# player_cannon

`src/rtl/player_pkg.sv`:
```
// Shared types and screen constants for the player ship
// and its bullet pool.
package player_pkg;

  typedef enum logic [1:0] {
    PLAY = 2'd0,
    HIT  = 2'd1,
    OVER = 2'd2
  } play_state_e;

  localparam int BULLET_W = 6;
  localparam int BULLET_H = 10;
  localparam int SCREEN_W = 640;

endpackage

```
`src/rtl/bullet_slot.sv`:
```
// One bullet slot: active flag plus top/left registers.
// Retire wins over load and over the per-frame step.
module bullet_slot #(
  parameter int LAUNCH_TOP_P  = 384,
  parameter int BULLET_STEP_P = 10
) (
  input  logic       clk_i,
  input  logic       reset_ni,
  input  logic       load_i,
  input  logic [9:0] left_i,
  input  logic       frame_i,
  input  logic       retire_i,
  output logic       active_o,
  output logic [9:0] top_o,
  output logic [9:0] left_o
);

  logic       active_q;
  logic [9:0] top_q;
  logic [9:0] left_q;

  always_ff @(posedge clk_i or negedge reset_ni) begin
    if (!reset_ni) begin
      active_q <= 1'b0;
      top_q    <= 10'(LAUNCH_TOP_P);
      left_q   <= '0;
    end else if (retire_i) begin
      active_q <= 1'b0;
    end else if (load_i) begin
      active_q <= 1'b1;
      top_q    <= 10'(LAUNCH_TOP_P);
      left_q   <= left_i;
    end else if (active_q && frame_i) begin
      if (top_q <= 10'(BULLET_STEP_P)) begin
        active_q <= 1'b0;
      end else begin
        top_q <= top_q - 10'(BULLET_STEP_P);
      end
    end
  end

  assign active_o = active_q;
  assign top_o    = top_q;
  assign left_o   = left_q;

endmodule

```
`src/rtl/player_cannon.sv`:
```
// Player ship: position, lives, play/hit/over FSM and a
// pool of bullet slots with a shared reload cooldown.
module player_cannon
  import player_pkg::*;
#(
  parameter int BULLETS_P      = 2,
  parameter int SHIP_W_P       = 40,
  parameter int STEP_P         = 5,
  parameter int BULLET_STEP_P  = 10,
  parameter int LEFT_BORDER_P  = 9,
  parameter int RIGHT_BORDER_P = 629,
  parameter int START_POS_P    = 300,
  parameter int LAUNCH_TOP_P   = 384,
  parameter int START_LIVES_P  = 2,
  parameter int MAX_LIVES_P    = 3,
  parameter int COOLDOWN_P     = 8
) (
  input  logic                    clk_i,
  input  logic                    reset_ni,
  input  logic                    frame_i,
  input  logic                    move_left_i,
  input  logic                    move_right_i,
  input  logic                    shoot_i,
  input  logic                    hit_i,
  input  logic                    add_life_i,
  input  logic [BULLETS_P-1:0]    hit_enemy_i,
  output logic [1:0]              state_o,
  output logic                    alive_o,
  output logic [1:0]              lives_o,
  output logic [9:0]              pos_left_o,
  output logic [9:0]              pos_right_o,
  output logic [BULLETS_P-1:0]    bullet_active_o,
  output logic [10*BULLETS_P-1:0] bullet_left_o,
  output logic [10*BULLETS_P-1:0] bullet_top_o,
  output logic                    fired_o
);

  play_state_e state_q;
  logic [1:0]  lives_q;
  logic [9:0]  pos_q;
  logic [7:0]  cool_q;
  logic        shoot_q;
  logic        shoot_prev_q;
  logic        fired_q;

  logic                 shoot_edge;
  logic                 play;
  logic                 clear;
  logic                 launch;
  logic                 found;
  logic                 life_up;
  logic [1:0]           lives_inc;
  logic [9:0]           left_pos;
  logic [9:0]           right_pos;
  logic [9:0]           launch_left;
  logic [BULLETS_P-1:0] active;
  logic [BULLETS_P-1:0] retire;
  logic [BULLETS_P-1:0] free;
  logic [BULLETS_P-1:0] sel;
  logic [BULLETS_P-1:0] load;

  assign shoot_edge = shoot_q & ~shoot_prev_q;
  assign play       = (state_q == PLAY);
  assign clear      = ~play | hit_i;
  assign retire     = hit_enemy_i | {BULLETS_P{clear}};
  // A slot retiring this cycle must not be handed out again.
  assign free       = ~active & ~retire;

  always_comb begin
    sel   = '0;
    found = 1'b0;
    for (int k = 0; k < BULLETS_P; k++) begin
      if (free[k] && !found) begin
        sel[k] = 1'b1;
        found  = 1'b1;
      end
    end
  end

  assign launch = play & ~hit_i & shoot_edge
                & (cool_q == 8'd0) & found;
  assign load   = sel & {BULLETS_P{launch}};
  assign launch_left = pos_q
                     + 10'(SHIP_W_P / 2 - BULLET_W / 2);

  assign left_pos =
    ({1'b0, pos_q} < 11'(LEFT_BORDER_P + STEP_P))
      ? 10'(LEFT_BORDER_P)
      : pos_q - 10'(STEP_P);
  assign right_pos =
    (({1'b0, pos_q} + 11'(STEP_P))
       > 11'(RIGHT_BORDER_P - SHIP_W_P))
      ? 10'(RIGHT_BORDER_P - SHIP_W_P)
      : pos_q + 10'(STEP_P);

  assign life_up   = add_life_i & frame_i & (state_q != OVER);
  assign lives_inc = (lives_q == 2'(MAX_LIVES_P))
                   ? lives_q : lives_q + 2'd1;

  always_ff @(posedge clk_i or negedge reset_ni) begin
    if (!reset_ni) begin
      state_q      <= PLAY;
      lives_q      <= 2'(START_LIVES_P);
      pos_q        <= 10'(START_POS_P);
      cool_q       <= '0;
      shoot_q      <= 1'b0;
      shoot_prev_q <= 1'b0;
      fired_q      <= 1'b0;
    end else begin
      shoot_q      <= shoot_i;
      shoot_prev_q <= shoot_q;
      fired_q      <= launch;
      unique case (state_q)
        PLAY: begin
          if (launch) begin
            cool_q <= 8'(COOLDOWN_P);
          end else if (frame_i && cool_q != 8'd0) begin
            cool_q <= cool_q - 8'd1;
          end
          if (hit_i) begin
            if (lives_q != 2'd0) begin
              state_q <= HIT;
              lives_q <= life_up ? lives_q : lives_q - 2'd1;
            end else begin
              state_q <= OVER;
            end
          end else begin
            if (life_up) lives_q <= lives_inc;
            if (frame_i && (move_left_i ^ move_right_i)) begin
              pos_q <= move_left_i ? left_pos : right_pos;
            end
          end
        end
        HIT: begin
          cool_q <= '0;
          if (life_up) lives_q <= lives_inc;
          if (shoot_edge) begin
            state_q <= PLAY;
            pos_q   <= 10'(START_POS_P);
          end
        end
        OVER: begin
          cool_q <= '0;
          if (shoot_edge) begin
            state_q <= PLAY;
            lives_q <= 2'(START_LIVES_P);
            pos_q   <= 10'(START_POS_P);
          end
        end
        default: state_q <= PLAY;
      endcase
    end
  end

  for (genvar g = 0; g < BULLETS_P; g++) begin : g_slot
    bullet_slot #(
      .LAUNCH_TOP_P (LAUNCH_TOP_P),
      .BULLET_STEP_P(BULLET_STEP_P)
    ) u_slot (
      .clk_i   (clk_i),
      .reset_ni(reset_ni),
      .load_i  (load[g]),
      .left_i  (launch_left),
      .frame_i (frame_i),
      .retire_i(retire[g]),
      .active_o(active[g]),
      .top_o   (bullet_top_o[10*g +: 10]),
      .left_o  (bullet_left_o[10*g +: 10])
    );
  end

  assign state_o         = state_q;
  assign alive_o         = (state_q != OVER);
  assign lives_o         = lives_q;
  assign pos_left_o      = pos_q;
  assign pos_right_o     = pos_q + 10'(SHIP_W_P);
  assign bullet_active_o = active;
  assign fired_o         = fired_q;

endmodule

```
`config.mk`:
```
export PLATFORM = sky130hd
export DESIGN_NAME = player_cannon
export DESIGN_NICKNAME = d
export VERILOG_FILES = /design/src/rtl/player_pkg.sv /design/src/rtl/bullet_slot.sv /design/src/rtl/player_cannon.sv
export SDC_FILE = /design/constraint.sdc
export NUM_CORES = 1
export LEC_CHECK = 0
export CAP_MARGIN = 20
export CORE_MARGIN = 8
export CORE_UTILIZATION = 46
export DETAILED_ROUTE_END_ITERATION = 16
export MAX_ROUTING_LAYER = met4
export PLACE_DENSITY_LB_ADDON = 0.3
export SLEW_MARGIN = 20
export SYNTH_ARGS = -nofsm -noshare
export SYNTH_HDL_FRONTEND = slang
export SYNTH_HIERARCHICAL = 1
export SYNTH_SLANG_ARGS = --single-unit
```
`constraint.sdc`:
```
create_clock -name clk_i -period 5.15 [get_ports clk_i]
set_input_delay 1.03 -clock clk_i [delete_from_list [all_inputs] [get_ports clk_i]]
set_output_delay 1.03 -clock clk_i [all_outputs]
set_load 0.02 [all_outputs]
```
# lights_sequencer

File: src/rtl/lights_pkg.sv
// Shared definitions for the lights block and its advance sequencer.
package lights_pkg;

   typedef enum logic [1:0] {
      HOLD       = 2'b00,
      MANUAL     = 2'b01,
      AUTO_RUN   = 2'b10,
      AUTO_PAUSE = 2'b11
   } state_t;

   localparam logic [1:0] MODE_HOLD   = 2'b00;
   localparam logic [1:0] MODE_MANUAL = 2'b01;
   localparam logic [1:0] MODE_AUTO   = 2'b10;

   localparam logic [2:0] COLOUR_RED   = 3'b100;
   localparam logic [2:0] COLOUR_AMBER = 3'b010;
   localparam logic [2:0] COLOUR_GREEN = 3'b001;

endpackage

File: src/rtl/button_debounce.sv
// Two-flop synchronizer, counting debouncer and rising-edge press detector.
module button_debounce
   import lights_pkg::*;
#(
   parameter int unsigned DEBOUNCE = 4
) (
   input  logic clk,
   input  logic rst,
   input  logic button_raw,
   output logic press
);

   localparam logic [7:0] DLAST = 8'(DEBOUNCE - 1);

   logic       sync1;
   logic       s;
   logic       db;
   logic       db_q;
   logic [7:0] dcnt;

   always_ff @(posedge clk or negedge rst) begin
      if (!rst) begin
         sync1 <= 1'b0;
         s     <= 1'b0;
         db    <= 1'b0;
         db_q  <= 1'b0;
         dcnt  <= '0;
      end else begin
         sync1 <= button_raw;
         s     <= sync1;
         db_q  <= db;
         // any sample agreeing with the filtered level restarts the run
         if (s == db) begin
            dcnt <= '0;
         end else if (dcnt == DLAST) begin
            db   <= s;
            dcnt <= '0;
         end else begin
            dcnt <= dcnt + 8'd1;
         end
      end
   end

   assign press = db & ~db_q;

endmodule

File: src/rtl/lights_sequencer.sv
// Arbitrates hold/manual/auto sources into single-cycle advance pulses for lights.
module lights_sequencer
   import lights_pkg::*;
#(
   parameter int unsigned DEBOUNCE = 4,
   parameter int unsigned PERIOD_W = 8
) (
   input  logic                clk,
   input  logic                rst,
   input  logic                button_raw,
   input  logic [1:0]          mode,
   input  logic [PERIOD_W-1:0] period,
   output logic                advance,
   output logic [1:0]          state
);

   state_t              cur;
   state_t              nxt;
   logic [PERIOD_W-1:0] tcnt;
   logic                tzero;
   logic                press;
   logic                adv_d;

   button_debounce #(
      .DEBOUNCE(DEBOUNCE)
   ) u_debounce (
      .clk       (clk),
      .rst       (rst),
      .button_raw(button_raw),
      .press     (press)
   );

   assign tzero = (tcnt == '0);
   assign state = cur;

   always_comb begin
      nxt   = cur;
      adv_d = 1'b0;
      case (mode)
         MODE_MANUAL: nxt = MANUAL;
         MODE_AUTO: begin
            case (cur)
               AUTO_RUN:   nxt = press ? AUTO_PAUSE : AUTO_RUN;
               AUTO_PAUSE: nxt = press ? AUTO_RUN : AUTO_PAUSE;
               default:    nxt = AUTO_RUN;
            endcase
         end
         default: nxt = HOLD;
      endcase
      // requiring the state to persist drops presses that coincide with a
      // mode change and suppresses a pulse on the pause edge
      adv_d = ((cur == MANUAL) && (nxt == MANUAL) && press) ||
              ((cur == AUTO_RUN) && (nxt == AUTO_RUN) && tzero);
   end

   always_ff @(posedge clk or negedge rst) begin
      if (!rst) begin
         cur     <= HOLD;
         tcnt    <= '0;
         advance <= 1'b0;
      end else begin
         cur     <= nxt;
         advance <= adv_d;
         if (nxt == AUTO_RUN) begin
            if ((cur != AUTO_RUN) || tzero) begin
               tcnt <= period;
            end else begin
               tcnt <= tcnt - PERIOD_W'(1);
            end
         end
      end
   end

endmodule

File: config.mk
export PLATFORM = sky130hd
export DESIGN_NAME = lights_sequencer
export DESIGN_NICKNAME = d
export VERILOG_FILES = /design/src/rtl/lights_pkg.sv /design/src/rtl/button_debounce.sv /design/src/rtl/lights_sequencer.sv
export SDC_FILE = /design/constraint.sdc
export NUM_CORES = 1
export LEC_CHECK = 0
export ABC_AREA = 0
export CORE_MARGIN = 1.5
export CORE_UTILIZATION = 54
export CTS_CLUSTER_DIAMETER = 150
export DETAILED_ROUTE_END_ITERATION = 10
export GPL_TIMING_DRIVEN = 0
export PLACE_DENSITY = 0.86
export SETUP_SLACK_MARGIN = 0.4
export SYNTH_ARGS = -nofsm -noshare
export SYNTH_HDL_FRONTEND = slang
export SYNTH_SLANG_ARGS = --single-unit
File: constraint.sdc
create_clock -name clk -period 1.7 [get_ports clk]
set_input_delay 0.255 -clock clk [delete_from_list [all_inputs] [get_ports clk]]
set_output_delay 0.255 -clock clk [all_outputs]
set_load 0.005 [all_outputs]
# fp_to_int

==> src/rtl/fp_to_int.sv <==
// Float-to-signed-integer converter: two-stage valid/ready pipeline with
// round-to-nearest-even and saturation. The float_t format lives in float_pkg.
package float_pkg;
  localparam int MantissaWidth       = 23;
  localparam int BiasedExponentWidth = 8;

  typedef struct packed {
    logic                           sign;
    logic [BiasedExponentWidth-1:0] biased_exponent;
    logic [MantissaWidth-1:0]       mantissa;
  } float_t;
endpackage

module fp_to_int
  import float_pkg::*;
#(
  parameter int IntWidth = 32
) (
  input  logic                clk_i,
  input  logic                rst_ni,
  output logic                op_ready_o,
  input  logic                op_valid_i,
  input  float_t              op_i,
  input  logic                int_ready_i,
  output logic                int_valid_o,
  output logic [IntWidth-1:0] int_data_o,
  output logic                overflow_o
);

  localparam int MW    = MantissaWidth;
  localparam int EW    = BiasedExponentWidth;
  localparam int FracW = MW + 1;
  localparam int WideW = MW + 1 + IntWidth;
  localparam int ShW   = $clog2(IntWidth + 1);

  localparam logic signed [EW:0] Bias   = (EW+1)'((2 ** (EW - 1)) - 1);
  localparam logic [IntWidth:0]  PosMax = {2'b00, {(IntWidth-1){1'b1}}};
  localparam logic [IntWidth:0]  NegMax = {2'b01, {(IntWidth-1){1'b0}}};
  localparam logic [IntWidth-1:0] IntMax = {1'b0, {(IntWidth-1){1'b1}}};
  localparam logic [IntWidth-1:0] IntMin = {1'b1, {(IntWidth-1){1'b0}}};

  // ---------------------------------------------------------------- handshake
  logic s1_valid_q, s2_valid_q;
  logic s2_load, accept;

  assign s2_load    = !s2_valid_q || int_ready_i;
  assign op_ready_o = !s1_valid_q || s2_load;
  assign accept     = op_valid_i && op_ready_o;

  // ------------------------------------------------------ S1: classification
  logic                 s1_sign_q,    s1_sign_d;
  logic                 s1_zero_q,    s1_zero_d;
  logic                 s1_special_q, s1_special_d;
  logic signed [EW:0]   s1_exp_q,     s1_exp_d;
  logic [MW:0]          s1_sig_q,     s1_sig_d;

  always_comb begin
    s1_sign_d    = op_i.sign;
    s1_zero_d    = (op_i.biased_exponent == '0);
    s1_special_d = &op_i.biased_exponent;
    s1_exp_d     = $signed({1'b0, op_i.biased_exponent}) - Bias;
    s1_sig_d     = {1'b1, op_i.mantissa};
  end

  // NOTE: sequential state uses non-blocking assignments so every register
  // samples the pre-edge value of its neighbours, whatever the statement order.
  always_ff @(posedge clk_i or negedge rst_ni) begin
    if (!rst_ni) begin
      s1_valid_q   <= 1'b0;
      s1_sign_q    <= 1'b0;
      s1_zero_q    <= 1'b0;
      s1_special_q <= 1'b0;
      s1_exp_q     <= '0;
      s1_sig_q     <= '0;
    end else begin
      if (op_ready_o) s1_valid_q <= op_valid_i;
      if (accept) begin
        s1_sign_q    <= s1_sign_d;
        s1_zero_q    <= s1_zero_d;
        s1_special_q <= s1_special_d;
        s1_exp_q     <= s1_exp_d;
        s1_sig_q     <= s1_sig_d;
      end
    end
  end

  // ------------------------------------------- S2: shift, round, saturate
  // Fixed point with FracW fraction bits: value * 2^FracW = sig << (e + 1),
  // valid for -1 <= e < IntWidth; everything else is resolved by class.
  logic [ShW-1:0]      sh_amt;
  logic [WideW-1:0]    wide;
  logic [IntWidth-1:0] int_part;
  logic                guard, round_bit, sticky, inc;
  logic [IntWidth:0]   mag;
  logic                is_nan, e_small, e_big;
  logic [IntWidth-1:0] res_d, int_data_q;
  logic                ovf_d, overflow_q;

  always_comb begin
    sh_amt    = ShW'(s1_exp_q + 1);
    wide      = {{IntWidth{1'b0}}, s1_sig_q} << sh_amt;
    int_part  = wide[WideW-1 -: IntWidth];
    guard     = wide[FracW-1];
    round_bit = wide[FracW-2];
    sticky    = |wide[FracW-3:0];
    inc       = guard && (round_bit || sticky || int_part[0]);
    mag       = {1'b0, int_part} + (IntWidth+1)'(inc);
    is_nan    = |s1_sig_q[MW-1:0];
    e_small   = (s1_exp_q < -1);
    e_big     = (s1_exp_q >= IntWidth);

    res_d = '0;
    ovf_d = 1'b0;
    if (s1_zero_q || (e_small && !s1_special_q)) begin
      res_d = '0;
    end else if (s1_special_q && is_nan) begin
      ovf_d = 1'b1;
    end else if (s1_special_q || e_big
                 || (!s1_sign_q && (mag > PosMax))
                 || ( s1_sign_q && (mag > NegMax))) begin
      res_d = s1_sign_q ? IntMin : IntMax;
      ovf_d = 1'b1;
    end else begin
      // Negating 2^(IntWidth-1) wraps to itself, which is the exact answer.
      res_d = s1_sign_q ? -mag[IntWidth-1:0] : mag[IntWidth-1:0];
    end
  end

  always_ff @(posedge clk_i or negedge rst_ni) begin
    if (!rst_ni) begin
      s2_valid_q <= 1'b0;
      int_data_q <= '0;
      overflow_q <= 1'b0;
    end else if (s2_load) begin
      s2_valid_q <= s1_valid_q;
      // NOTE: data loads only alongside a valid bubble-free transfer, so the
      // outputs hold their last value when idle and stay stable while stalled.
      if (s1_valid_q) begin
        int_data_q <= res_d;
        overflow_q <= ovf_d;
      end
    end
  end

  assign int_valid_o = s2_valid_q;
  assign int_data_o  = int_data_q;
  assign overflow_o  = overflow_q;

endmodule

==> config.mk <==
export PLATFORM = sky130hd
export DESIGN_NAME = fp_to_int
export DESIGN_NICKNAME = d
export VERILOG_FILES = /design/src/rtl/fp_to_int.sv
export SDC_FILE = /design/constraint.sdc
export NUM_CORES = 1
export LEC_CHECK = 0
export CAP_MARGIN = 10
export CORE_ASPECT_RATIO = 0.6
export CORE_MARGIN = 3
export CORE_UTILIZATION = 51
export CTS_CLUSTER_DIAMETER = 100
export DETAILED_ROUTE_END_ITERATION = 10
export PLACE_DENSITY = 0.72
export SETUP_SLACK_MARGIN = 0.4
export SYNTH_ARGS = -nofsm -noshare
export SYNTH_HDL_FRONTEND = slang
export SYNTH_SLANG_ARGS = --single-unit
==> constraint.sdc <==
create_clock -name clk_i -period 7.3 [get_ports clk_i]
set_input_delay 1.46 -clock clk_i [delete_from_list [all_inputs] [get_ports clk_i]]
set_output_delay 1.46 -clock clk_i [all_outputs]
set_load 0.1 [all_outputs]

==> screenshots <==
Nets reached from selected ports.
panel A
The bar under the picture is 50 um long.
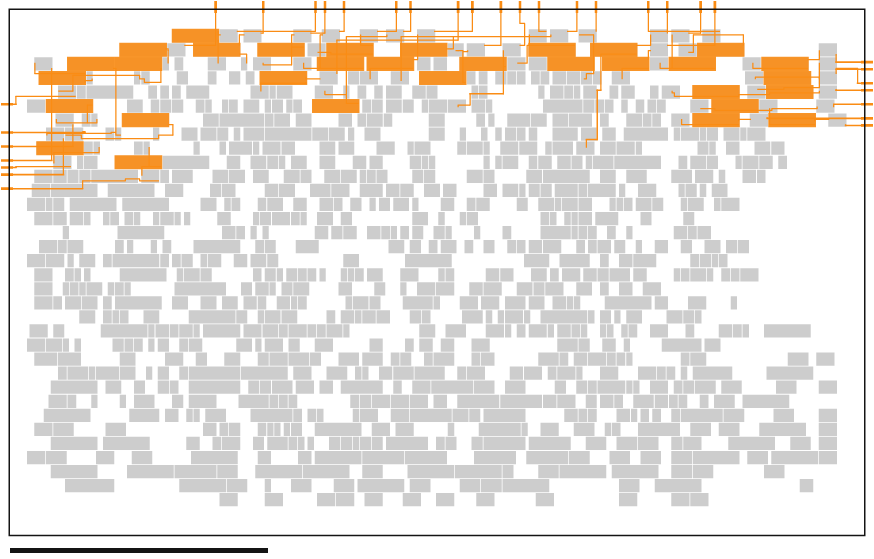
panel B
The bar under the picture is 20 um long.
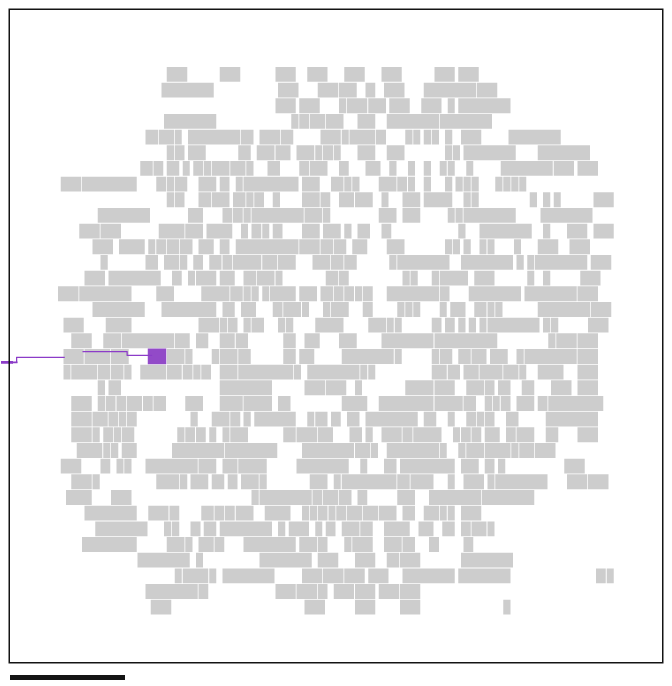
panel C
The bar under the picture is 20 um long.
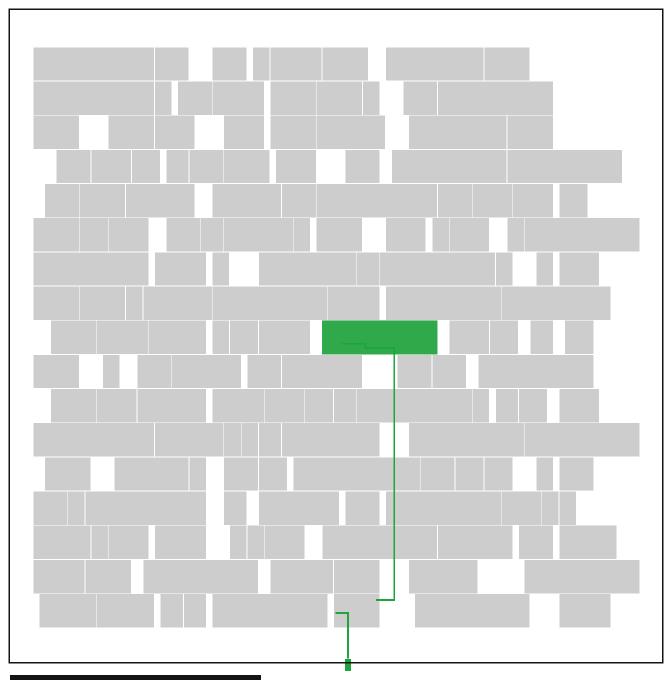
| from | picture |
|---|---|
| lights_sequencer | panel C |
| fp_to_int | panel A |
| player_cannon | panel B |
Of these, smallest die: panel C
Of these, fewest cells: panel C

Key to panel C:
green -> button_raw  # bits 1, direction input, edge south, end cells 1, buffers 1, wire 30.4 um

==> fp_to_int/class_map.png <==
Fill, decap, tap and diode cells in gray.
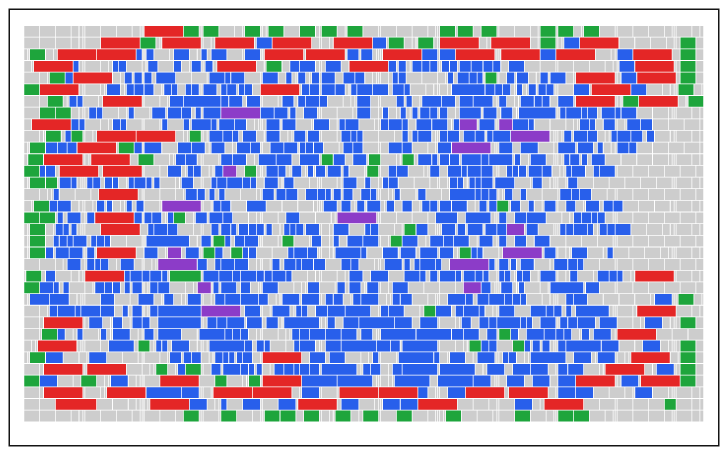
blue -> remaining logic cells  # cells 761, share of their area 66%
purple -> clock drivers and dummy loads  # cells 16, share of their area 3.4%
red -> registers  # cells 71, share of their area 21%
green -> remaining buffers and delay cells  # cells 97, share of their area 11%

==> summary.txt, fp_to_int <==
Latest figures from synthesis and place and route.

Leaving out the clock tree, the finished layout contains a buffer count of 97. The count of distinct cell types in the synthesized netlist is 94. The stage delay of the slowest cell on the critical path is 850 ps. After technology mapping, the gate count stands at 896. The net total in the final layout is 983.

The post-DP HPWL is 20500 um. The setup check on the worst reg-to-reg path leaves a slack of 840 ps. The number of logged tool warnings is 31. The net count after synthesis is 939.

For reference, the final report shows the max-slew violation count at 0. In the final report, the number of hold violations comes to 0. In this run, synthesis produced a sequential element count of 71. After synthesis, the largest area contributor takes up 22.9% of total cell area. The combinational fraction of the cell area is 63.3%. The placeable core area is 14700 sq um.

The number of diodes is 0. The H-tree generated during clock tree synthesis spans 3 levels. The final worst hold slack is 490 ps. The total negative setup slack is 0 ps. The flow ran to the end, and the final reports show no timing, DRC or antenna violations. The number of iterations in the first detailed-routing pass is 7. The dominant synthesized flop cell is dfrtp_1. The highest metal layer carrying signal wires in the routed design is met5.

The cell-mix breakdown from Yosys lists the simple-gate area share as 23.6%. The post-placement setup slack is 681 ps.
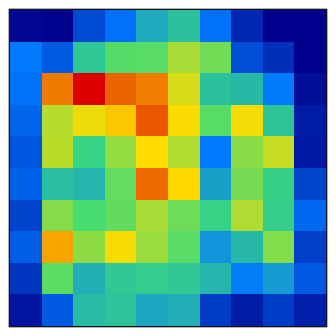
(lights_sequencer/route_heat.png)
10 x 10 tiles, from dark blue (low) to red (high), scaled to the fullest tile. Values are wire area over tile area, all layers added.
mean over tiles = 0.21
fullest tile = 0.49
tiles over half the peak = 39%
densest ninth of the die = center
emptiest ninth of the die = north-east
detailed-route wire length: 3550 um
Total GRT Usage: 27.6%
routed via count: 1148
average wire length per cell after detail routing: 18.7 um

==> summary.txt, lights_sequencer <==
Latest figures from synthesis and place and route.

At the pin with the least slew margin, the transition time is 1050 ps. The die outline height is 51.9 um. For this run, global-route usage on met1 was measured as 34.2%. The number of gates resized after CTS was 41. The flow ran to the end, and the final reports show no timing, DRC or antenna violations. The latest clock arrival within the worst-skew pair is 330 ps. The routed design uses 1820 um of met2 wire. The number of buffers and inverters on the critical path is 2. The post-synthesis mux area share is 7.85%. Hold-check failures listed in the final report amount to 0. The layout report gives the register share of total cell area as 30.8%.

The most frequently used library cell after synthesis is dfrtp_1. Sequential cells consume a total of 785 uW. The via count normalized by instance count is 6.04.

The depth of the worst register-to-register path is 6. Across the whole layout, multi-input logic makes up 45.6% of the cell area.
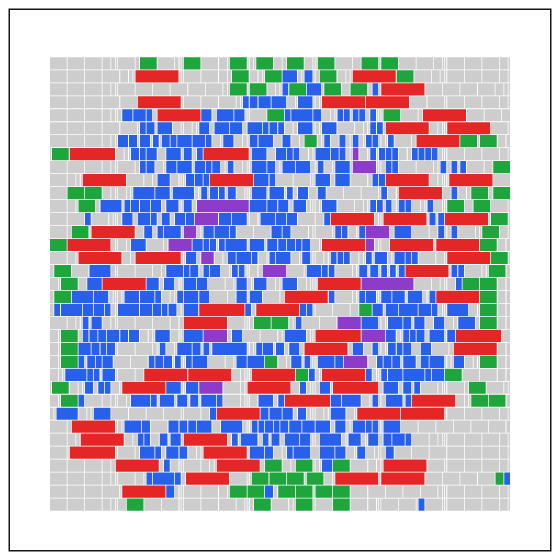
(player_cannon/class_map.png)
Fill, decap, tap and diode cells in gray.
green -> remaining buffers and delay cells  # cells 79, share of their area 15%
purple -> clock drivers and dummy loads  # cells 16, share of their area 4.3%
red -> registers  # cells 65, share of their area 32%
blue -> remaining logic cells  # cells 427, share of their area 49%

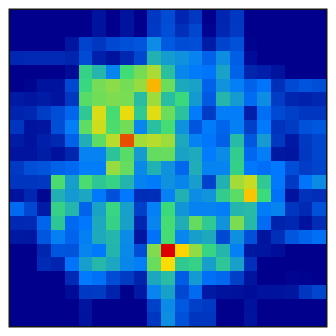
(player_cannon/route_heat.png)
23 x 23 tiles, from dark blue (low) to red (high), scaled to the fullest tile. Values are wire area over tile area, all layers added.
fullest tile = 0.70
densest ninth of the die = center
mean over tiles = 0.14
tiles over half the peak = 9.6%

==> summary.txt, player_cannon <==
Latest figures from synthesis and place and route.

The highest clock rate this design can be run at is 0.258 GHz. The clock network area share is 4.15%. The number of gates resized after CTS was 0.

The slowest library cell on the worst path is or4_4. The CTS tree is built. The net total in the final layout is 607. Post-route period utilization is reported as 75.2%.

The worst-case register-to-register setup slack is 1700 ps. The worst flop-to-flop path startpoint is state_o[0]. The number of multi-input combinational cells is 402. The number of placed I/O pins is 78.

The dominant synthesized flop cell is dfrtp_1. The launch point of the worst min-delay path is recorded as shoot_q. In this run the clock root is driven by a clkbuf_8. The run finished with clean final reports. The number of hold violations in the final report is 0. The timing endpoint of the critical path is g_slot[0].u_slot/top_o[6]. The tool flagged a number of max-cap violations equal to 0. The relative contribution of the clock network to total power is 21.2%. The maximum level of the CTS H-tree is 3. The most common cell in the synthesized netlist is nand2_1. The number of cells on the worst hold path is listed as 0.

The total negative setup slack is 0 ps. The average wire length per cell after detail routing is 16.5 um. Of the cells placed in the final design, the portion with a size suffix greater than 1 is 8.52%. The critical path data required time is 5370 ps. Leaving out fill and tap cells, the most frequent cell in the layout is nand2_1.

The depth of the worst register-to-register path is 9. Per the detail_route report, the via count comes to 4099. The number of clock buffers added by TritonCTS is 9. The starting density of the core is 47.2%. Yosys stat counts 522 cells in the synthesized netlist. The latest clock arrival within the worst-skew pair is 330 ps. According to the tapcell log, the count of inserted taps is 111. The last weighted congestion value of the routability-driven placer is 0.947. Once layout is done, the placed cells without fillers occupy 5330 sq um. The sequential group power is 789 uW.

The yosys synthesis chip area is 4340 sq um. The xor and xnor area share after synthesis is 4.64%. Setup repair after global routing left no endpoint under its margin. The combinational power is 1030 uW. The final critical path time including I/O delays and setup is 3870 ps. The main area contributors are dfrtp_1, nand2_1, dfstp_2. The final worst hold slack is 372 ps. The number of iterations in the first detailed-routing pass is 5.

# mem_access_ctrl

`src/rtl/mem_access_ctrl.sv`:
```
// rtl/mem_access_ctrl.sv - M-stage data memory access sequencer with load extension and store lane steering
module mem_access_ctrl #(
    parameter int TIMEOUT_CYCLES = 255,
    parameter int CNT_W          = 8
) (
    input  logic        CLK,
    input  logic        RESETn,
    input  logic        MemReadM,
    input  logic        MemWriteM,
    input  logic [2:0]  Funct3M,
    input  logic [31:0] ComputeResultM,
    input  logic [31:0] WriteDataM,
    input  logic        ErrClr,
    output logic        BusReq,
    output logic        BusWe,
    output logic [31:0] BusAddr,
    output logic [31:0] BusWData,
    output logic [3:0]  BusByteEn,
    input  logic        BusAck,
    input  logic [31:0] BusRData,
    output logic        Busy,
    output logic [31:0] ReadDataM,
    output logic        MemErr,
    output logic [31:0] ErrAddr
);
    typedef enum logic [1:0] {S_IDLE, S_REQ, S_DONE} state_t;

    state_t            state_q, state_d;
    logic              req_q, req_d, we_q, we_d;
    logic [31:0]       addr_q, addr_d, wdata_q, wdata_d, rdata_q, rdata_d;
    logic [31:0]       eaddr_q, eaddr_d, err_src;
    logic [3:0]        be_q, be_d;
    logic              err_q, err_d, err_set;
    logic [CNT_W-1:0]  cnt_q, cnt_d;
    logic [2:0]        f3_q, f3_d;
    logic [1:0]        off_q, off_d;

    logic access, mis, timeout;
    logic [1:0] off_i;
    logic [7:0] rbyte;
    logic [15:0] rhalf;
    logic [31:0] rext;

    assign access  = MemReadM | MemWriteM;
    assign off_i   = ComputeResultM[1:0];
    assign timeout = (cnt_q == CNT_W'(TIMEOUT_CYCLES - 1));

    always_comb begin
        case (Funct3M)
            3'b000, 3'b100: mis = 1'b0;
            3'b001, 3'b101: mis = off_i[0];
            3'b010:         mis = (off_i != 2'b00);
            default:        mis = 1'b1;
        endcase
    end

    // Lane selection uses the offset latched at request time, not the live address.
    always_comb begin
        rbyte = BusRData[8*off_q +: 8];
        rhalf = off_q[1] ? BusRData[31:16] : BusRData[15:0];
        case (f3_q)
            3'b000:  rext = {{24{rbyte[7]}}, rbyte};
            3'b100:  rext = {24'h0, rbyte};
            3'b001:  rext = {{16{rhalf[15]}}, rhalf};
            3'b101:  rext = {16'h0, rhalf};
            default: rext = BusRData;
        endcase
    end

    always_ff @(posedge CLK or negedge RESETn) begin
        if (!RESETn) state_q <= S_IDLE;
        else         state_q <= state_d;
    end

    always_comb begin
        state_d = state_q;
        case (state_q)
            S_IDLE:  if (access && !mis) state_d = S_REQ;
            S_REQ:   if (BusAck || timeout) state_d = S_DONE;
            S_DONE:  state_d = S_IDLE;
            default: state_d = S_IDLE;
        endcase
    end

    always_comb begin
        Busy    = ((state_q == S_IDLE) && access && !mis) || (state_q == S_REQ);
        req_d   = req_q;
        we_d    = we_q;
        addr_d  = addr_q;
        wdata_d = wdata_q;
        be_d    = be_q;
        rdata_d = rdata_q;
        cnt_d   = cnt_q;
        f3_d    = f3_q;
        off_d   = off_q;
        err_set = 1'b0;
        err_src = ComputeResultM;
        case (state_q)
            S_IDLE: begin
                if (access && mis) begin
                    err_set = 1'b1;
                end else if (access) begin
                    req_d  = 1'b1;
                    we_d   = MemWriteM;
                    addr_d = {ComputeResultM[31:2], 2'b00};
                    f3_d   = Funct3M;
                    off_d  = off_i;
                    cnt_d  = '0;
                    case (Funct3M[1:0])
                        2'b00: begin
                            be_d    = 4'b0001 << off_i;
                            wdata_d = {4{WriteDataM[7:0]}};
                        end
                        2'b01: begin
                            be_d    = off_i[1] ? 4'b1100 : 4'b0011;
                            wdata_d = {2{WriteDataM[15:0]}};
                        end
                        default: begin
                            be_d    = 4'b1111;
                            wdata_d = WriteDataM;
                        end
                    endcase
                    if (!MemWriteM) be_d = 4'b1111;
                end
            end
            S_REQ: begin
                if (BusAck) begin
                    req_d = 1'b0;
                    if (!we_q) rdata_d = rext;
                end else if (timeout) begin
                    req_d   = 1'b0;
                    err_set = 1'b1;
                    err_src = {addr_q[31:2], off_q};
                    if (!we_q) rdata_d = '0;
                end else begin
                    cnt_d = cnt_q + CNT_W'(1);
                end
            end
            default: ;
        endcase
        // A new error overrides a simultaneous clear and records its address.
        err_d   = err_set ? 1'b1 : (ErrClr ? 1'b0 : err_q);
        eaddr_d = (err_set && (!err_q || ErrClr)) ? err_src : eaddr_q;
    end

    always_ff @(posedge CLK or negedge RESETn) begin
        if (!RESETn) begin
            req_q   <= 1'b0;
            we_q    <= 1'b0;
            addr_q  <= '0;
            wdata_q <= '0;
            be_q    <= '0;
            rdata_q <= '0;
            err_q   <= 1'b0;
            eaddr_q <= '0;
            cnt_q   <= '0;
            f3_q    <= '0;
            off_q   <= '0;
        end else begin
            req_q   <= req_d;
            we_q    <= we_d;
            addr_q  <= addr_d;
            wdata_q <= wdata_d;
            be_q    <= be_d;
            rdata_q <= rdata_d;
            err_q   <= err_d;
            eaddr_q <= eaddr_d;
            cnt_q   <= cnt_d;
            f3_q    <= f3_d;
            off_q   <= off_d;
        end
    end

    assign BusReq    = req_q;
    assign BusWe     = we_q;
    assign BusAddr   = addr_q;
    assign BusWData  = wdata_q;
    assign BusByteEn = be_q;
    assign ReadDataM = rdata_q;
    assign MemErr    = err_q;
    assign ErrAddr   = eaddr_q;
endmodule

```
`config.mk`:
```
export PLATFORM = sky130hd
export DESIGN_NAME = mem_access_ctrl
export DESIGN_NICKNAME = d
export VERILOG_FILES = /design/src/rtl/mem_access_ctrl.sv
export SDC_FILE = /design/constraint.sdc
export NUM_CORES = 1
export LEC_CHECK = 0
export CORE_MARGIN = 2
export CORE_UTILIZATION = 41
export DETAILED_ROUTE_END_ITERATION = 6
export PLACE_DENSITY = 0.75
export SLEW_MARGIN = 10
export SYNTH_ARGS = -nofsm -noshare
export SYNTH_HDL_FRONTEND = slang
export SYNTH_SLANG_ARGS = --single-unit
```
`constraint.sdc`:
```
create_clock -name CLK -period 1.95 [get_ports CLK]
set_input_delay 0.39 -clock CLK [delete_from_list [all_inputs] [get_ports CLK]]
set_output_delay 0.39 -clock CLK [all_outputs]
set_load 0.005 [all_outputs]
```
# datapath_core

## src/rtl/datapath_pkg.sv

```systemverilog
// Shared encodings for the processor datapath and its controller:
// bus sources, register load bits, ALU opcodes and memory FSM states.
package datapath_pkg;

   localparam int DEFAULT_DATA_W = 16;

   localparam logic [3:0] SRC_ZERO = 4'd0;
   localparam logic [3:0] SRC_PC   = 4'd1;
   localparam logic [3:0] SRC_DR   = 4'd2;
   localparam logic [3:0] SRC_IR   = 4'd3;
   localparam logic [3:0] SRC_AC   = 4'd4;
   localparam logic [3:0] SRC_RA   = 4'd5;
   localparam logic [3:0] SRC_RB   = 4'd6;
   localparam logic [3:0] SRC_RC   = 4'd7;
   localparam logic [3:0] SRC_R1   = 4'd8;
   localparam logic [3:0] SRC_R2   = 4'd9;
   localparam logic [3:0] SRC_TR   = 4'd10;

   localparam int LD_PC = 0;
   localparam int LD_AR = 1;
   localparam int LD_DR = 2;
   localparam int LD_AC = 3;
   localparam int LD_RA = 4;
   localparam int LD_RB = 5;
   localparam int LD_RC = 6;
   localparam int LD_R1 = 7;
   localparam int LD_R2 = 8;
   localparam int LD_TR = 9;

   localparam logic [2:0] ALU_NOP  = 3'd0;
   localparam logic [2:0] ALU_PASS = 3'd1;
   localparam logic [2:0] ALU_ADD  = 3'd2;
   localparam logic [2:0] ALU_SUB  = 3'd3;
   localparam logic [2:0] ALU_MUL  = 3'd4;
   localparam logic [2:0] ALU_AND  = 3'd5;
   localparam logic [2:0] ALU_OR   = 3'd6;
   localparam logic [2:0] ALU_XOR  = 3'd7;

   typedef enum logic [1:0] {
      MEM_IDLE = 2'd0,
      MEM_RD   = 2'd1,
      MEM_WR   = 2'd2
   } memState_t;

endpackage

```

## src/rtl/datapath_alu.sv

```systemverilog
// Combinational ALU: a is the accumulator, b is the shared bus.
// All arithmetic wraps to DATA_W bits.
module datapath_alu
   import datapath_pkg::*;
#(
   parameter int DATA_W = DEFAULT_DATA_W
) (
   input  logic [DATA_W-1:0] a,
   input  logic [DATA_W-1:0] b,
   input  logic [2:0]        op,
   output logic [DATA_W-1:0] result,
   output logic              zero
);

   always_comb begin
      result = '0;
      case (op)
         ALU_PASS: result = b;
         ALU_ADD:  result = a + b;
         ALU_SUB:  result = a - b;
         ALU_MUL:  result = a * b;
         ALU_AND:  result = a & b;
         ALU_OR:   result = a | b;
         ALU_XOR:  result = a ^ b;
         default:  result = '0;
      endcase
   end

   assign zero = (result == '0);

endmodule

```

## src/rtl/datapath_core.sv

```systemverilog
// Processor datapath: register set, shared bus, ALU, Z flag and the
// memory-port handshake that stalls the controller during accesses.
module datapath_core
   import datapath_pkg::*;
#(
   parameter int DATA_W = DEFAULT_DATA_W,
   parameter int ADDR_W = 16
) (
   input  logic              clk,
   input  logic              rst_n,
   input  logic [3:0]        A_bus,
   input  logic [9:0]        C_bus,
   input  logic [2:0]        ALU,
   input  logic              LDIR,
   input  logic              PC_INC,
   input  logic              AC_INC,
   input  logic              RA_INC,
   input  logic              RB_INC,
   input  logic              RC_INC,
   input  logic              read,
   input  logic              write,
   output logic [5:0]        IR,
   output logic [DATA_W-1:0] out,
   output logic              Z_Flag,
   output logic              stall,
   output logic              mem_req,
   output logic              mem_we,
   output logic [ADDR_W-1:0] mem_addr,
   output logic [DATA_W-1:0] mem_wdata,
   input  logic [DATA_W-1:0] mem_rdata,
   input  logic              mem_ack
);

   localparam logic [DATA_W-1:0] INC_ONE = {{(DATA_W-1){1'b0}}, 1'b1};

   logic [DATA_W-1:0] r_pc, r_ar, r_dr, r_ac, r_ra, r_rb, r_rc, r_r1, r_r2, r_tr;
   logic [5:0]        r_ir;
   logic              r_z;
   memState_t         r_state;
   logic              r_mem_req, r_mem_we;
   logic [ADDR_W-1:0] r_mem_addr;
   logic [DATA_W-1:0] r_mem_wdata;

   logic [DATA_W-1:0] w_bus, w_alu_result;
   logic              w_alu_zero, w_ctrl_en, w_alu_en, w_rd_done;

   // The whole control word is frozen while a memory access is outstanding.
   assign w_ctrl_en = (r_state == MEM_IDLE);
   assign w_alu_en  = w_ctrl_en && (ALU != ALU_NOP);
   assign w_rd_done = (r_state == MEM_RD) && mem_ack;

   always_comb begin
      w_bus = '0;
      case (A_bus)
         SRC_PC:  w_bus = r_pc;
         SRC_DR:  w_bus = r_dr;
         SRC_IR:  w_bus = {{(DATA_W-6){1'b0}}, r_ir};
         SRC_AC:  w_bus = r_ac;
         SRC_RA:  w_bus = r_ra;
         SRC_RB:  w_bus = r_rb;
         SRC_RC:  w_bus = r_rc;
         SRC_R1:  w_bus = r_r1;
         SRC_R2:  w_bus = r_r2;
         SRC_TR:  w_bus = r_tr;
         default: w_bus = '0;
      endcase
   end

   datapath_alu #(.DATA_W(DATA_W)) u_alu (
      .a      (r_ac),
      .b      (w_bus),
      .op     (ALU),
      .result (w_alu_result),
      .zero   (w_alu_zero)
   );

   always_ff @(posedge clk or negedge rst_n) begin
      if (!rst_n) begin
         r_pc <= '0;
         r_ar <= '0;
         r_dr <= '0;
         r_ac <= '0;
         r_ra <= '0;
         r_rb <= '0;
         r_rc <= '0;
         r_r1 <= '0;
         r_r2 <= '0;
         r_tr <= '0;
         r_ir <= '0;
         r_z  <= 1'b0;
      end else if (w_ctrl_en) begin
         if (C_bus[LD_PC])    r_pc <= w_bus;
         else if (PC_INC)     r_pc <= r_pc + INC_ONE;
         if (C_bus[LD_AR])    r_ar <= w_bus;
         if (C_bus[LD_DR])    r_dr <= w_bus;
         if (w_alu_en)        r_ac <= w_alu_result;
         else if (C_bus[LD_AC]) r_ac <= w_bus;
         else if (AC_INC)     r_ac <= r_ac + INC_ONE;
         if (C_bus[LD_RA])    r_ra <= w_bus;
         else if (RA_INC)     r_ra <= r_ra + INC_ONE;
         if (C_bus[LD_RB])    r_rb <= w_bus;
         else if (RB_INC)     r_rb <= r_rb + INC_ONE;
         if (C_bus[LD_RC])    r_rc <= w_bus;
         else if (RC_INC)     r_rc <= r_rc + INC_ONE;
         if (C_bus[LD_R1])    r_r1 <= w_bus;
         if (C_bus[LD_R2])    r_r2 <= w_bus;
         if (C_bus[LD_TR])    r_tr <= w_bus;
         if (LDIR)            r_ir <= r_dr[5:0];
         if (w_alu_en)        r_z  <= w_alu_zero;
      end else if (w_rd_done) begin
         r_dr <= mem_rdata;
      end
   end

   // A simultaneous read and write request is served as a read only.
   always_ff @(posedge clk or negedge rst_n) begin
      if (!rst_n) begin
         r_state     <= MEM_IDLE;
         r_mem_req   <= 1'b0;
         r_mem_we    <= 1'b0;
         r_mem_addr  <= '0;
         r_mem_wdata <= '0;
      end else begin
         case (r_state)
            MEM_IDLE: begin
               if (read) begin
                  r_state    <= MEM_RD;
                  r_mem_req  <= 1'b1;
                  r_mem_we   <= 1'b0;
                  r_mem_addr <= r_ar[ADDR_W-1:0];
               end else if (write) begin
                  r_state     <= MEM_WR;
                  r_mem_req   <= 1'b1;
                  r_mem_we    <= 1'b1;
                  r_mem_addr  <= r_ar[ADDR_W-1:0];
                  r_mem_wdata <= r_dr;
               end
            end
            MEM_RD, MEM_WR: begin
               if (mem_ack) begin
                  r_state   <= MEM_IDLE;
                  r_mem_req <= 1'b0;
                  r_mem_we  <= 1'b0;
               end
            end
            default: begin
               r_state   <= MEM_IDLE;
               r_mem_req <= 1'b0;
               r_mem_we  <= 1'b0;
            end
         endcase
      end
   end

   assign IR        = r_ir;
   assign out       = r_ac;
   assign Z_Flag    = r_z;
   assign stall     = (r_state != MEM_IDLE);
   assign mem_req   = r_mem_req;
   assign mem_we    = r_mem_we;
   assign mem_addr  = r_mem_addr;
   assign mem_wdata = r_mem_wdata;

endmodule

```

## config.mk

```make
export PLATFORM = sky130hd
export DESIGN_NAME = datapath_core
export DESIGN_NICKNAME = d
export VERILOG_FILES = /design/src/rtl/datapath_pkg.sv /design/src/rtl/datapath_alu.sv /design/src/rtl/datapath_core.sv
export SDC_FILE = /design/constraint.sdc
export NUM_CORES = 1
export LEC_CHECK = 0
export CORE_MARGIN = 3
export CORE_UTILIZATION = 50
export DETAILED_ROUTE_END_ITERATION = 7
export PLACE_DENSITY = 0.69
export RECOVER_POWER = 100
export SLEW_MARGIN = 10
export SYNTH_ARGS = -nofsm -noshare
export SYNTH_HDL_FRONTEND = slang
export SYNTH_HIERARCHICAL = 1
export SYNTH_SLANG_ARGS = --single-unit
```

## constraint.sdc

```tcl
create_clock -name clk -period 10.7 [get_ports clk]
set_clock_uncertainty 0.2 [all_clocks]
set_input_delay 2.14 -clock clk [delete_from_list [all_inputs] [get_ports clk]]
set_output_delay 2.14 -clock clk [all_outputs]
set_load 0.05 [all_outputs]
```

==> mem_access_ctrl/class_map.png <==
Fill, decap, tap and diode cells in gray.
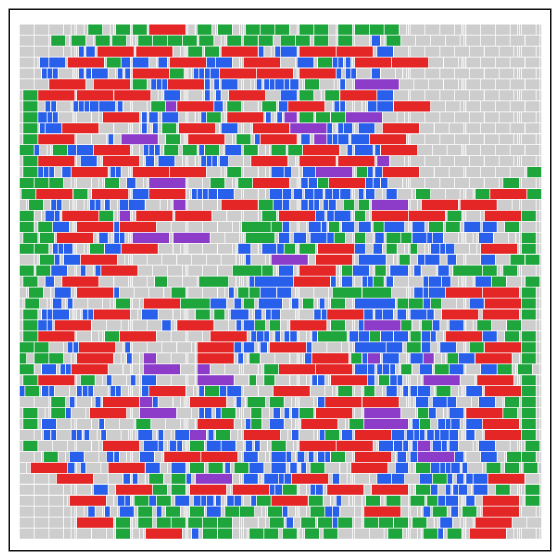
blue -> remaining logic cells  # cells 487, share of their area 30%
red -> registers  # cells 148, share of their area 36%
purple -> clock drivers and dummy loads  # cells 32, share of their area 5.8%
green -> remaining buffers and delay cells  # cells 292, share of their area 28%
Final Cell Area: 10500 sq um
floorplan row count: 47
CORE AREA: 16600 sq um
share of the core filled with cells in the final layout: 63.4%

==> summary.txt, mem_access_ctrl <==
Latest figures from synthesis and place and route.

For this run, asynchronously set or reset flops after synthesis account for 100%. The area overhead of the layout relative to synthesis is 51.5%. Global routing consumed, over all layers together, 23.6% of the routing resources.

The post-synth tally of flip-flops with integrated enable is 0. In the layout the commonest cells are clkdlybuf4s50_1, nand2_1, dfrtp_1. The critical path data required time is 2250 ps. The startpoint of the lowest-slack hold path is Funct3M[2].

The mean area per synthesized cell is 10.2 sq um. The number of clock buffers in the layout is 17. The gate-level netlist out of Yosys references 63 unique cell types. The floorplan step records an initial core utilization of 41.8%. The critical path is of the reg -> reg type. The area share of buffers outside the clock network is 27.5%. In the synthesized netlist, mux cells make up 4.54% of the area. In the routed layout, each cell is associated on average with a via count of 5.36.

The sequential group power is 5040 uW. The global-route met3 utilization is 5.59%. The top metal layer carrying routed signals is met5. The number of setup buffers added after CTS is 2.

The largest cell class by area is sequential cells. The largest combinational cell category by area is AND-OR/OR-AND gates. The post-synthesis cell count from yosys is 681. The number of I/O port buffers is 238. The leakage power total is 0.00460 uW. The number of antenna-violating nets in the routed design is 0. The post-placement setup slack is -680 ps. The power drawn by the clock network is 3280 uW. According to the floorplan report, the die height is 134 um. The layout sequential cell count is 148. The layer with the highest usage after global routing is met2.

STA classifies the critical path startpoint as a flip-flop. The final max-slew violation count recorded for this run is 0. The final global-route overflow total is 0. Registers represent a cell area share of 35.2%. The share of total power dissipated in combinational logic is 38.8%. The flow ran to the end, and the final reports show no timing, DRC or antenna violations. The number of logic stages on the critical path including buffering is 4. The combinational power reported by the tool is 5280 uW.
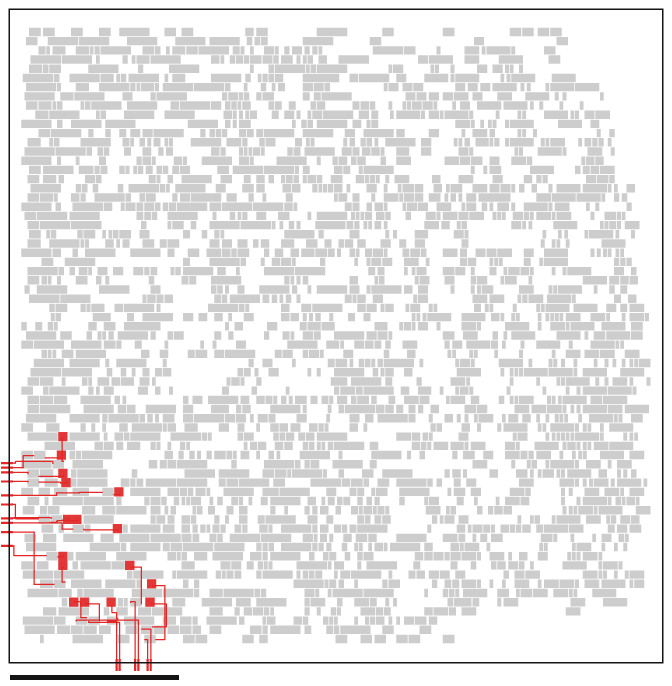
(datapath_core/port_trees.png)
The bar under the picture is 50 um long.
red -> mem_rdata  # bits 16, direction input, edge 10 west, 6 south, end cells 16, buffers 16, wire 391 um
Buffers on Ports: 101
I/O pin total: 102

==> summary.txt, datapath_core <==
Latest figures from synthesis and place and route.

The wire length of the first global-routing pass is 96200 um. The CTS log lists the clock sinks for this run as 202. The relative contribution of the clock network to total power is 11.5%. The timing report shows the most common cell along the critical path to be inv_1. In this run, flip-flops and latches consume 23.4% of the power.

The number of cells on the worst hold path is 1. The area overhead of the layout relative to synthesis is 11.5%. The checks that failed: capacitance limit, slew limit. For this block, the initial DRC count from the detailed router was 1661.

Summing all non-filler instances in the final layout gives an area of 19500 sq um. By instance count after routing, the leading logic cell types are nor2_1, dfrtp_1, inv_1. The net count after synthesis is 2265. The net total in the final layout is 2319. The design received a total of 448 well taps at floorplan. The headroom to the max-slew limit is -209%. The global routing report lists met3 layer usage as 3.89%. The most common cell in the synthesized netlist is nor2_1. The cell type group with the largest total delay on the critical path is adder cells. The multi-input combinational cell area is 11100 sq um.

The final critical path time including I/O delays and setup is 10080 ps. The top cell type's share of synthesized area is 29.0%. Post-synthesis, Yosys gives the total cell area as 17400 sq um. Fill cells in the final layout number 3186. The post-route utilization of the core is recorded as 57.3%. The flow reports that combinational logic draws 65.1% of the design power. Counting buffers and inverters, the worst setup path is 27 cells deep. The flow ran to the end, but the final reports show violations. The run reported a max-capacitance violation count of 3. The repair_antennas step left the layout with diodes totalling 0. The dominant synthesized flop cell is dfrtp_1. Row generation in the floorplan step produced 67 rows.

The die covers 37200 sq um. The post-synthesis mux area share is 5.28%. The net load switching power is 3410 uW. Per the post-route antenna check, the number of violating nets is 0. The critical path startpoint category is an input port. Setup repair after global routing left no endpoint under its margin. The timing report shows that the slowest cell on the worst path is nor4_1.

Entering global routing, the biggest net connects 85 pins. Summed over all nets, wire length on met2 after detailed routing comes to 29900 um. The layer with the highest usage after global routing is met2. The number of buffers and inverters on the critical path is 7. Looking at the clock tree report, the root buffer type is clkbuf_16. Leaving out the clock tree, the finished layout contains an inverter count of 185. The count of pins over their slew limit is 175.

==> notes/layouts.md <==
Pictures saved along the way, in no particular order.

Cell outlines without signal wires.
(a)
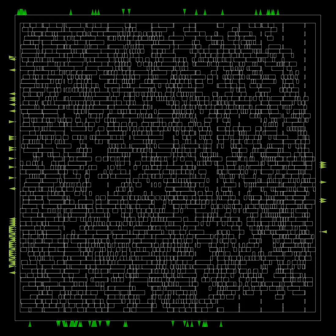
(b)
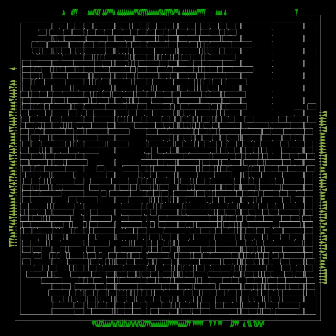
Of these, most cells: (a)
Of these, most sequential cells: (a)
For mem_access_ctrl, see (b).
For datapath_core, see (a).



==> gallery <==
Cell outlines without signal wires.
picture 1
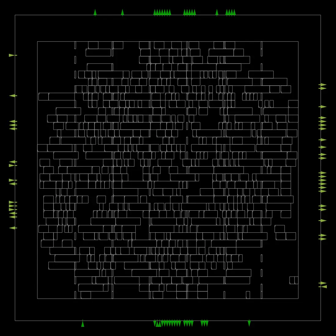
picture 2
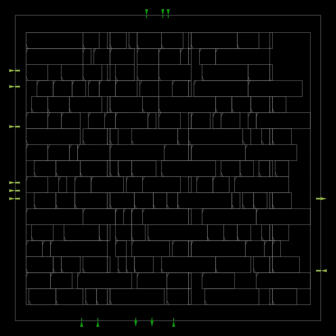
picture 3
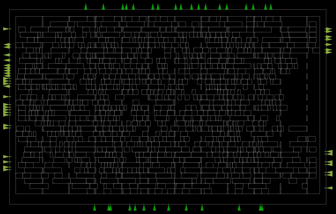
| picture | from |
|---|---|
| picture 1 | player_cannon |
| picture 3 | fp_to_int |
| picture 2 | lights_sequencer |
Of these, fewest sequential cells: picture 2
Of these, fewest cells: picture 2


## Gallery

Power grid.
Plate I
The bar under the picture is 50 um long. Pins as bars on the die edge. Tap cells in gray.
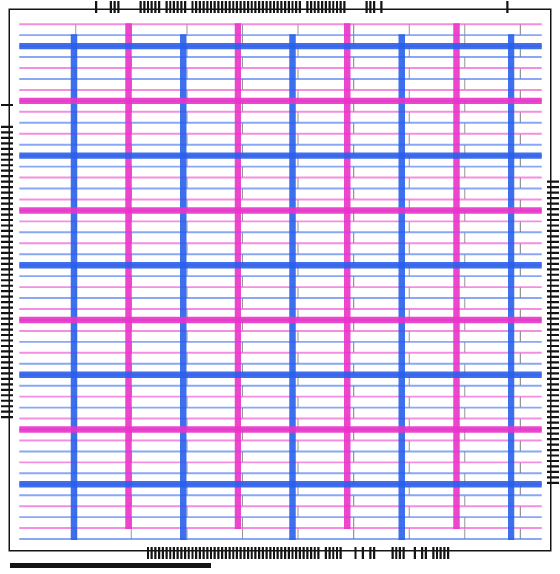
Plate II
The bar under the picture is 50 um long. Pins as bars on the die edge. Tap cells in gray.
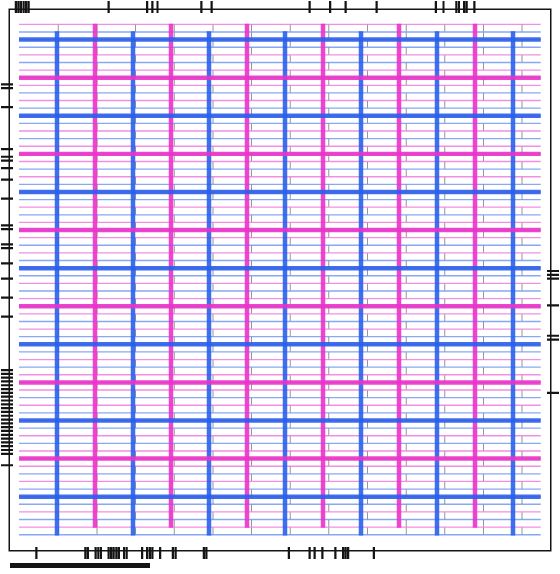
Plate III
The bar under the picture is 50 um long. Pins as bars on the die edge. Tap cells in gray.
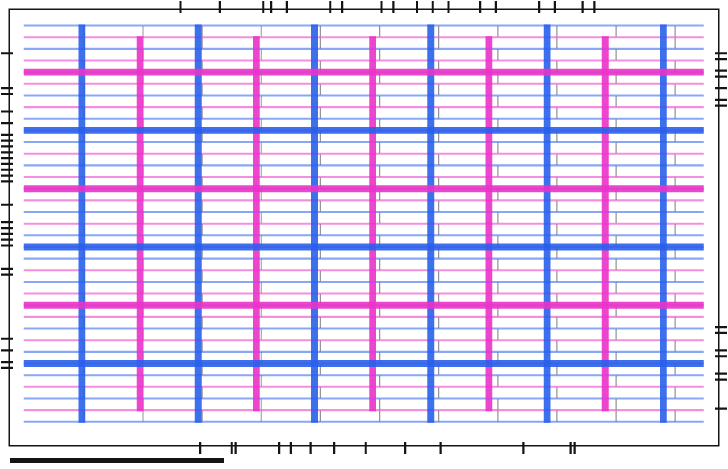
Plate IV
The bar under the picture is 20 um long. Pins as bars on the die edge. Tap cells in gray.
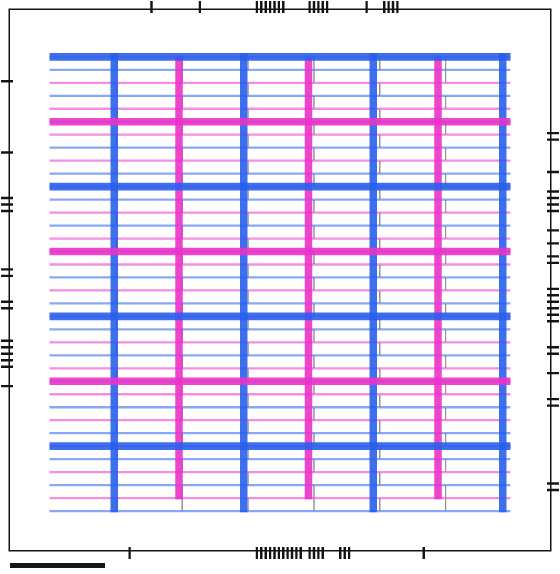
Plate V
The bar under the picture is 20 um long. Pins as bars on the die edge. Tap cells in gray.
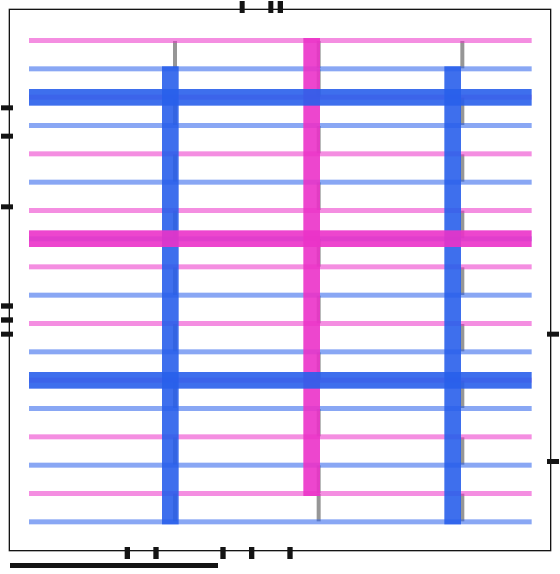
| from | picture |
|---|---|
| datapath_core | Plate II |
| mem_access_ctrl | Plate I |
| lights_sequencer | Plate V |
| fp_to_int | Plate III |
| player_cannon | Plate IV |

Power figures rest on the tool's default switching activity, not on a simulated workload.
